=== design 1 ===
--- src/rtl/bridge_pkg.sv ---
// Shared constants for the CPU-to-peripheral bridge: FSM state encoding and
// the default address windows of the data memory and the two timers.
package bridge_pkg;

  // Bridge FSM state encoding (2-bit)
  localparam logic [1:0] ST_IDLE = 2'd0;
  localparam logic [1:0] ST_WAIT = 2'd1;
  localparam logic [1:0] ST_RESP = 2'd2;
  localparam logic [1:0] ST_ERR  = 2'd3;

  // Data memory: 16 KiB window at 0x0000_0000
  localparam logic [31:0] DM_BASE   = 32'h0000_0000;
  localparam logic [31:0] DM_MASK   = 32'hFFFF_C000;
  // Timer 0: 16-byte register block at 0x0000_7F00
  localparam logic [31:0] TMR0_BASE = 32'h0000_7F00;
  localparam logic [31:0] TMR0_MASK = 32'hFFFF_FFF0;
  // Timer 1: 16-byte register block at 0x0000_7F10
  localparam logic [31:0] TMR1_BASE = 32'h0000_7F10;
  localparam logic [31:0] TMR1_MASK = 32'hFFFF_FFF0;

endpackage

--- src/rtl/bridge_addr_decode.sv ---
// Combinational address decoder: per-device hit vector plus the index of
// the lowest-numbered device that hits. hit=0 means the address is unmapped.
module bridge_addr_decode import bridge_pkg::*; #(
  parameter int                 NDEV     = 3,
  parameter logic [NDEV*32-1:0] DEV_BASE = {TMR1_BASE, TMR0_BASE, DM_BASE},
  parameter logic [NDEV*32-1:0] DEV_MASK = {TMR1_MASK, TMR0_MASK, DM_MASK},
  parameter int                 IDX_W    = (NDEV > 1) ? $clog2(NDEV) : 1
) (
  input  logic [31:0]      addr,
  output logic             hit,
  output logic [IDX_W-1:0] idx
);

  logic [NDEV-1:0] hit_vec;

  // Compare the masked address against every device window
  always_comb begin
    hit_vec = '0;
    for (int i = 0; i < NDEV; i++) begin
      hit_vec[i] = ((addr & DEV_MASK[i*32 +: 32]) == DEV_BASE[i*32 +: 32]);
    end
  end

  // Priority pick: scanning downwards leaves the lowest hitting index
  always_comb begin
    hit = |hit_vec;
    idx = '0;
    for (int i = NDEV - 1; i >= 0; i--) begin
      if (hit_vec[i]) idx = IDX_W'(i);
    end
  end

endmodule

--- src/rtl/sys_bridge.sv ---
// CPU-to-peripheral bridge. Decodes a CPU access onto one of NDEV slave
// devices, holds the device select until the device acks, then returns one
// completion pulse to the CPU. Unmapped accesses complete with cpu_err.
// Optional macro BRIDGE_TIMEOUT_EN adds an 8-bit wait-state limit: a device
// that has not acked after TO_CYCLES wait cycles turns the access into an
// error completion.
//
// Handshake: the CPU raises cpu_req with stable we/addr/wdata/be and holds it
// until cpu_ready; cpu_ready is a single-cycle pulse and cpu_rdata/cpu_err are
// valid only in that cycle. A request is accepted only in IDLE, so a request
// still high during the completion cycle is not taken as a new access. On the
// device side dev_sel stays asserted until the selected device returns
// dev_ack for one sampled cycle; acks from other devices are ignored.
module sys_bridge import bridge_pkg::*; #(
  parameter int                 NDEV      = 3,
  parameter logic [NDEV*32-1:0] DEV_BASE  = {TMR1_BASE, TMR0_BASE, DM_BASE},
  parameter logic [NDEV*32-1:0] DEV_MASK  = {TMR1_MASK, TMR0_MASK, DM_MASK},
  parameter int                 TO_CYCLES = 15
) (
  input  logic               clk,
  input  logic               reset,
  input  logic               cpu_req,
  input  logic               cpu_we,
  input  logic [31:0]        cpu_addr,
  input  logic [31:0]        cpu_wdata,
  input  logic [3:0]         cpu_be,
  output logic [31:0]        cpu_rdata,
  output logic               cpu_ready,
  output logic               cpu_err,
  output logic [NDEV-1:0]    dev_sel,
  output logic               dev_we,
  output logic [31:0]        dev_addr,
  output logic [31:0]        dev_wdata,
  output logic [3:0]         dev_be,
  input  logic [NDEV*32-1:0] dev_rdata,
  input  logic [NDEV-1:0]    dev_ack
);

  localparam int IDX_W = (NDEV > 1) ? $clog2(NDEV) : 1;

  logic [1:0]       state;
  logic             we_q;
  logic [IDX_W-1:0] idx_q;
  logic [31:0]      rdata_q;
  logic             dec_hit;
  logic [IDX_W-1:0] dec_idx;
  logic             ack_sel;
  logic [31:0]      rdata_sel;
  logic             to_hit;

  bridge_addr_decode #(
    .NDEV     (NDEV),
    .DEV_BASE (DEV_BASE),
    .DEV_MASK (DEV_MASK),
    .IDX_W    (IDX_W)
  ) u_decode (
    .addr (cpu_addr),
    .hit  (dec_hit),
    .idx  (dec_idx)
  );

  // Only the latched device's ack and read slice are ever looked at
  assign ack_sel   = dev_ack[idx_q];
  assign rdata_sel = dev_rdata[32*idx_q +: 32];

`ifdef BRIDGE_TIMEOUT_EN
  logic [7:0] wait_cnt;

  // Wait-state counter: cleared while idle (the only way into WAIT),
  // counts every WAIT cycle that ends without an ack
  always_ff @(posedge clk or posedge reset) begin
    if (reset) begin
      wait_cnt <= 8'd0;
    end else if (state == ST_IDLE) begin
      wait_cnt <= 8'd0;
    end else if (state == ST_WAIT && !ack_sel) begin
      wait_cnt <= wait_cnt + 8'd1;
    end
  end

  assign to_hit = ((wait_cnt + 8'd1) == 8'(TO_CYCLES));
`else
  assign to_hit = 1'b0;
`endif

  // Bridge FSM plus the request latches and the read-data holding register
  always_ff @(posedge clk or posedge reset) begin
    if (reset) begin
      state     <= ST_IDLE;
      we_q      <= 1'b0;
      idx_q     <= '0;
      dev_addr  <= 32'd0;
      dev_wdata <= 32'd0;
      dev_be    <= 4'd0;
      rdata_q   <= 32'd0;
    end else begin
      case (state)
        ST_IDLE: begin
          if (cpu_req) begin
            we_q      <= cpu_we;
            idx_q     <= dec_idx;
            dev_addr  <= cpu_addr;
            dev_wdata <= cpu_wdata;
            dev_be    <= cpu_be;
            if (dec_hit) begin
              state <= ST_WAIT;
            end else begin
              state   <= ST_ERR;
              rdata_q <= 32'd0;
            end
          end
        end
        ST_WAIT: begin
          // An ack in the same cycle as the limit takes priority
          if (ack_sel) begin
            if (!we_q) rdata_q <= rdata_sel;
            state <= ST_RESP;
          end else if (to_hit) begin
            rdata_q <= 32'd0;
            state   <= ST_ERR;
          end
        end
        default: begin
          state <= ST_IDLE;
        end
      endcase
    end
  end

  assign cpu_ready = (state == ST_RESP) || (state == ST_ERR);
  assign cpu_err   = (state == ST_ERR);
  assign cpu_rdata = rdata_q;
  assign dev_sel   = (state == ST_WAIT) ? (NDEV'(1) << idx_q) : '0;
  assign dev_we    = (state == ST_WAIT) && we_q;

endmodule
--- config.mk ---
export PLATFORM = sky130hd
export DESIGN_NAME = sys_bridge
export DESIGN_NICKNAME = d
export VERILOG_FILES = /design/src/rtl/bridge_pkg.sv /design/src/rtl/bridge_addr_decode.sv /design/src/rtl/sys_bridge.sv
export SDC_FILE = /design/constraint.sdc
export NUM_CORES = 1
export LEC_CHECK = 0
export ABC_AREA = 1
export CORE_AREA = 2 2 133 96
export DETAILED_ROUTE_END_ITERATION = 8
export DIE_AREA = 0 0 135 98
export HOLD_SLACK_MARGIN = 0.02
export PLACE_DENSITY = 0.86
export SLEW_MARGIN = 20
export SYNTH_ARGS = -nofsm -noshare
export SYNTH_HDL_FRONTEND = slang
export SYNTH_SLANG_ARGS = --single-unit
--- constraint.sdc ---
create_clock -name clk -period 7.2 [get_ports clk]
set_input_delay 1.44 -clock clk [delete_from_list [all_inputs] [get_ports clk]]
set_output_delay 1.44 -clock clk [all_outputs]
set_load 0.01 [all_outputs]
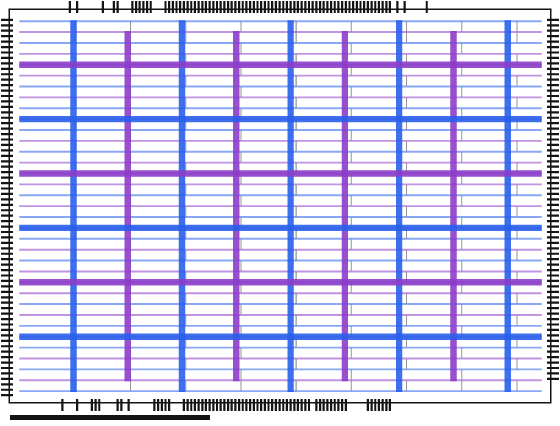
*Floorplan with the power grid, design 1*
Bar = 50 um. Pins as bars on the die edge. Tap cells in grey.
legend:
  VDD:
    colour: purple
  VSS:
    colour: blue
met5 straps: 6
met1 rails: 35
tap cells: 162

==> flow_summary.ini <==
; implementation run metrics
[layout]
nets = 978
n_all_buffers = 281
combGateArea_um2 = 2031

[global_routing]
grt_pass1_vias = 4730
antenna_found_initial = 0

[logic_synthesis]
synthArstFlopShare = 1.000

[route]
vias = 4788

[outcome]
status = complete, no violations

[worst_setup_path]
critical_path_class = reg -> out
worst-path-buf-inv = 3
crit_end = dev_sel[1]

[hold_path]
holdCritPathClass = reg -> reg

[floorplan]
die_w_um = 135

[clock_tree]
cts_max_level = 3
cts.repair.resized = 0

[power_and_ir_drop]
swShare = 0.3450

[placed_design]
preCtsSetupSlack_ps = 3296
==> synthesized netlist by cell type, types with 3 or more instances <==
cell type	count
nand2_1	182
dfrtp_1	105
nand3_1	87
mux2_2	61
inv_1	29
nor2_1	19
buf_2	12
clkbuf_1	9
o21ai_0	9
inv_2	6
a31oi_1	3
buf_4	3
buf_6	3
nand4_1	3
==> flip-flops by register name (all words and copies together), names as in the netlist <==
signal and count:
dev_addr 32, cpu_rdata 32, dev_be 4, we_q 1
state 2, dev_wdata 32, idx_q 2
==> cells by family (layout without fill, tap and decap cells) <==
family                 after synthesis  in the layout  synth area share
AND-OR/OR-AND                       14             14           0.01493
multiplexers                        61             61            0.1389
AND/OR/NAND/NOR                    298            298            0.2548
flip-flops                         105            105            0.5314
buffers and inverters               66            334           0.05997
==> metrics by stage <==
step	util	instance area (um^2)	cells	hold WS, ps
final	0.6701	8095	974	475.7
after global routing	0.6701	8095	974	497.5
after CTS	0.6701	8095	974	479.5
after detailed placement	0.6458	7802	958	462.8
after global placement	0.6458	7802	958	453.7
after floorplan	-	4945	544	481.1

=== design 2 ===
### Floorplan with the power grid, design 2

Bar = 50 um. Pins as bars on the die edge. Tap cells in grey.
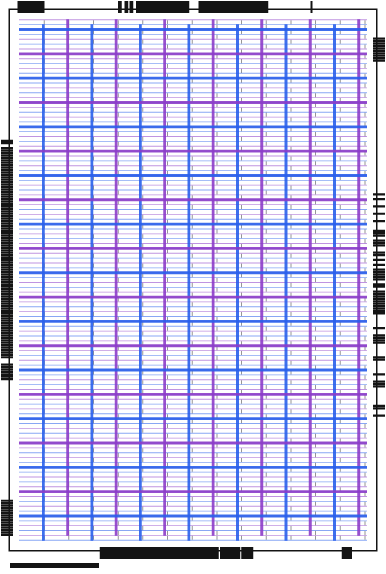
### Placed cells, one colour a class, design 2

Bar = 50 um.
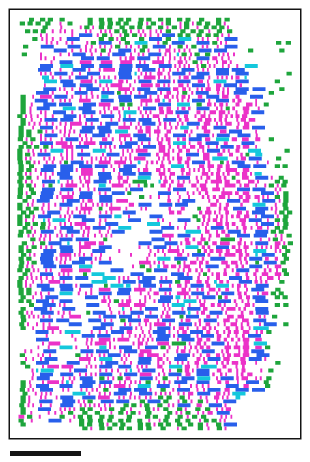
[config.mk]
export PLATFORM = sky130hd
export DESIGN_NAME = argmax
export DESIGN_NICKNAME = d
export VERILOG_FILES = /design/src/rtl/argmax.sv
export SDC_FILE = /design/constraint.sdc
export NUM_CORES = 1
export LEC_CHECK = 0
export CAP_MARGIN = 20
export CELL_PAD_IN_SITES_DETAIL_PLACEMENT = 2
export CELL_PAD_IN_SITES_GLOBAL_PLACEMENT = 2
export CORE_ASPECT_RATIO = 1.5
export CORE_MARGIN = 5
export CORE_UTILIZATION = 35
export DETAILED_ROUTE_END_ITERATION = 7
export MAX_ROUTING_LAYER = met4
export PLACE_DENSITY = 0.93
export SYNTH_ARGS = -nofsm -noshare
export SYNTH_HDL_FRONTEND = slang
export SYNTH_SLANG_ARGS = --single-unit
[constraint.sdc]
create_clock -name clock -period 19.5 [get_ports clock]
set_input_delay 1.95 -clock clock [delete_from_list [all_inputs] [get_ports clock]]
set_output_delay 1.95 -clock clock [all_outputs]
set_load 0.01 [all_outputs]
[src/rtl/argmax.sv]
// rtl/argmax.sv - sequential argmax over NUM_CLASSES signed scores, one class per cycle
module argmax #(
  parameter  int DATA_WIDTH  = 32,
  parameter  int NUM_CLASSES = 10,
  localparam int IW          = $clog2(NUM_CLASSES)
) (
  input  logic                          clock,
  input  logic                          reset,
  input  logic                          input_ready,
  input  logic [NUM_CLASSES*DATA_WIDTH-1:0] values,
  output logic [IW-1:0]                 index,
  output logic signed [DATA_WIDTH-1:0]  max_value,
  output logic                          output_ready,
  output logic                          busy
);

  typedef enum logic [1:0] {
    S_IDLE,
    S_SCANNING,
    S_DONE
  } state_t;

  state_t                       r_state;
  state_t                       w_next_state;

  logic signed [DATA_WIDTH-1:0] r_captured [NUM_CLASSES];
  logic signed [DATA_WIDTH-1:0] r_best_value;
  logic [IW-1:0]                r_best_index;
  logic [IW-1:0]                r_count;

  logic signed [DATA_WIDTH-1:0] w_values [NUM_CLASSES];
  logic signed [DATA_WIDTH-1:0] w_candidate;
  logic                         w_capture;
  logic                         w_scanning;
  logic                         w_last;
  logic                         w_take;

  for (genvar g = 0; g < NUM_CLASSES; g++) begin : g_unpack
    assign w_values[g] = values[g*DATA_WIDTH +: DATA_WIDTH];
  end

  assign w_candidate = r_captured[r_count];
  // Strict greater-than keeps the earliest index on ties.
  assign w_take      = w_candidate > r_best_value;
  assign w_last      = (r_count == IW'(NUM_CLASSES - 1));

  always_ff @(posedge clock or posedge reset) begin
    if (reset) begin
      r_state <= S_IDLE;
    end else begin
      r_state <= w_next_state;
    end
  end

  always_comb begin
    w_next_state = r_state;
    w_capture    = 1'b0;
    w_scanning   = 1'b0;
    output_ready = 1'b0;
    busy         = 1'b0;
    case (r_state)
      S_IDLE: begin
        if (input_ready) begin
          w_capture    = 1'b1;
          w_next_state = S_SCANNING;
        end
      end
      S_SCANNING: begin
        busy       = 1'b1;
        w_scanning = 1'b1;
        if (w_last) begin
          w_next_state = S_DONE;
        end
      end
      S_DONE: begin
        busy         = 1'b1;
        output_ready = 1'b1;
        w_next_state = S_IDLE;
      end
      default: begin
        w_next_state = S_IDLE;
      end
    endcase
  end

  always_ff @(posedge clock or posedge reset) begin
    if (reset) begin
      for (int i = 0; i < NUM_CLASSES; i++) begin
        r_captured[i] <= '0;
      end
      r_best_value <= '0;
      r_best_index <= '0;
      r_count      <= '0;
      index        <= '0;
      max_value    <= '0;
    end else if (w_capture) begin
      for (int i = 0; i < NUM_CLASSES; i++) begin
        r_captured[i] <= w_values[i];
      end
      r_best_value <= w_values[0];
      r_best_index <= '0;
      r_count      <= IW'(1);
    end else if (w_scanning) begin
      if (w_take) begin
        r_best_value <= w_candidate;
        r_best_index <= r_count;
      end
      // Publish on the final edge so the last comparison is included.
      if (w_last) begin
        r_count   <= '0;
        index     <= w_take ? r_count : r_best_index;
        max_value <= w_take ? w_candidate : r_best_value;
      end else begin
        r_count <= r_count + IW'(1);
      end
    end
  end

endmodule

==> flow_summary.ini <==
; implementation run metrics
[outcome]
status = complete, no violations

[route]
met1_length_um = 32410
top_layer = met4
wl_met3_um = 3079

[clock_tree]
clkSlewWorstSetupHoldPaths_ps = 70
cts_max_level = 2
cts_root_buf = clkbuf_16

[logic_synthesis]
synthAdderAreaFrac = 0.02453
ys_ff = 398
netlist_top_cells_count = nand2_1 (1037), dfrtp_1 (398), clkbuf_1 (97)
synthArstFlopShare = 1.000
synth_cells = 2150

[hold_path]
hold_start = r_captured[161]$_DFFE_PP0P_

[power_and_ir_drop]
comb-power_w = 0.00288
seqPwrFrac = 0.292
comb_power_share = 0.545
switchingPower_w = 0.002511

[worst_setup_path]
cp-start-kind = flop
crit_end = max_value[1]$_DFFE_PP0P_
crit_family = simple AND/OR/NAND/NOR gates
path_max_fanout = 46
rr_worst_depth = 14

[layout]
fin_area_um2 = 25520
dominant_cells = sequential cells
clockNetworkAreaShare = 0.05668
ff_count = 398
regArea_um2 = 9967
sh_seq_area = 0.3906

[timing]
hold_ws_ps = 475.2
final-hold-violation-count = 0
fin_crit_ps = 6252

[floorplan]
die_w_um = 204.6
ioPinCount = 361
Notes on 'Floorplan with the power grid' of design 2 above:
legend:
  VDD:
    colour: purple
  VSS:
    colour: blue
rows: 107
met5 straps: 21
signal pins: 361
tap cells: 763

Notes on 'Placed cells, one colour a class' of design 2 above:
legend:
  remaining buffers and delay cells:
    colour: green
    cells: 387
  remaining logic cells:
    colour: magenta
    cells: 1604
  registers:
    colour: blue
    cells: 398
  clock drivers and dummy loads:
    colour: cyan
    cells: 77

==> registers in the layout, summed over array words and instances (netlist names) <==
| signal | flops |
|---|---|
| index | 4 |
| r_state | 2 |
| r_count | 4 |
| r_captured | 320 |
| r_best_index | 4 |
| max_value | 32 |
| r_best_value | 32 |
==> cells in the final DEF, fill, tap and decap left out, types with 4 or more instances in the layout <==
cell	instances
a211oi_1	32
a21oi_1	84
a31oi_1	4
buf_4	24
bufinv_16	6
clkbuf_1	11
clkbuf_16	42
clkbuf_8	7
clkdlybuf4s50_1	360
clkinv_2	7
dfrtp_1	396
diode_2	8
ha_1	39
inv_1	66
mux2i_1	65
mux4_2	64
nand2_1	1035
nand3_1	10
nand4_1	8
nor2_1	6
nor3_1	9
nor3_2	27
o211ai_1	10
o21a_1	4
o21ai_0	6
o21ai_1	4
o22a_1	32
o31ai_1	37
o31ai_2	28
==> metrics by stage <==
stage	setup slack [ps]	util	instances	power, W
floorplan	6482	-	2150	0.003438
global placement	13490	0.4232	3149	0.004128
detailed placement	13300	0.4232	3149	0.004373
CTS	13230	0.4488	3226	0.005287
global route	12870	0.4506	3237	0.005618
finish	13250	0.4506	3237	0.005284


==> screenshots <==
Routed metal, one colour a layer.
image #1
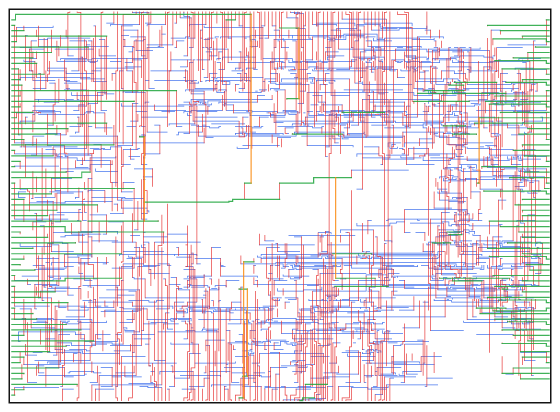
image #2
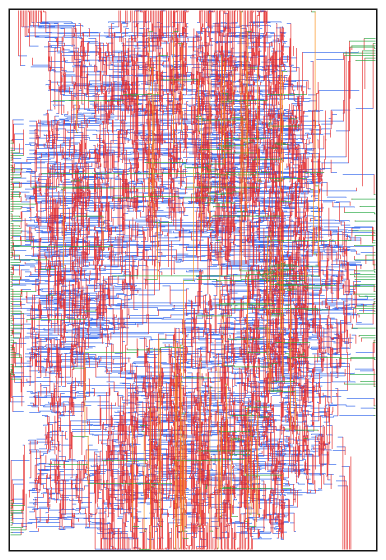
- most wire: image #2
Design 1 is image #1.
Design 2 is image #2.

Key to image #1:
legend:
  M2:
    colour: red
    wire_length: 7550 um
  M4:
    colour: orange
    wire_length: 178 um
  M1:
    colour: blue
    wire_length: 6240 um
  M3:
    colour: green
    wire_length: 1660 um

Power and IR drop assume default switching activity.
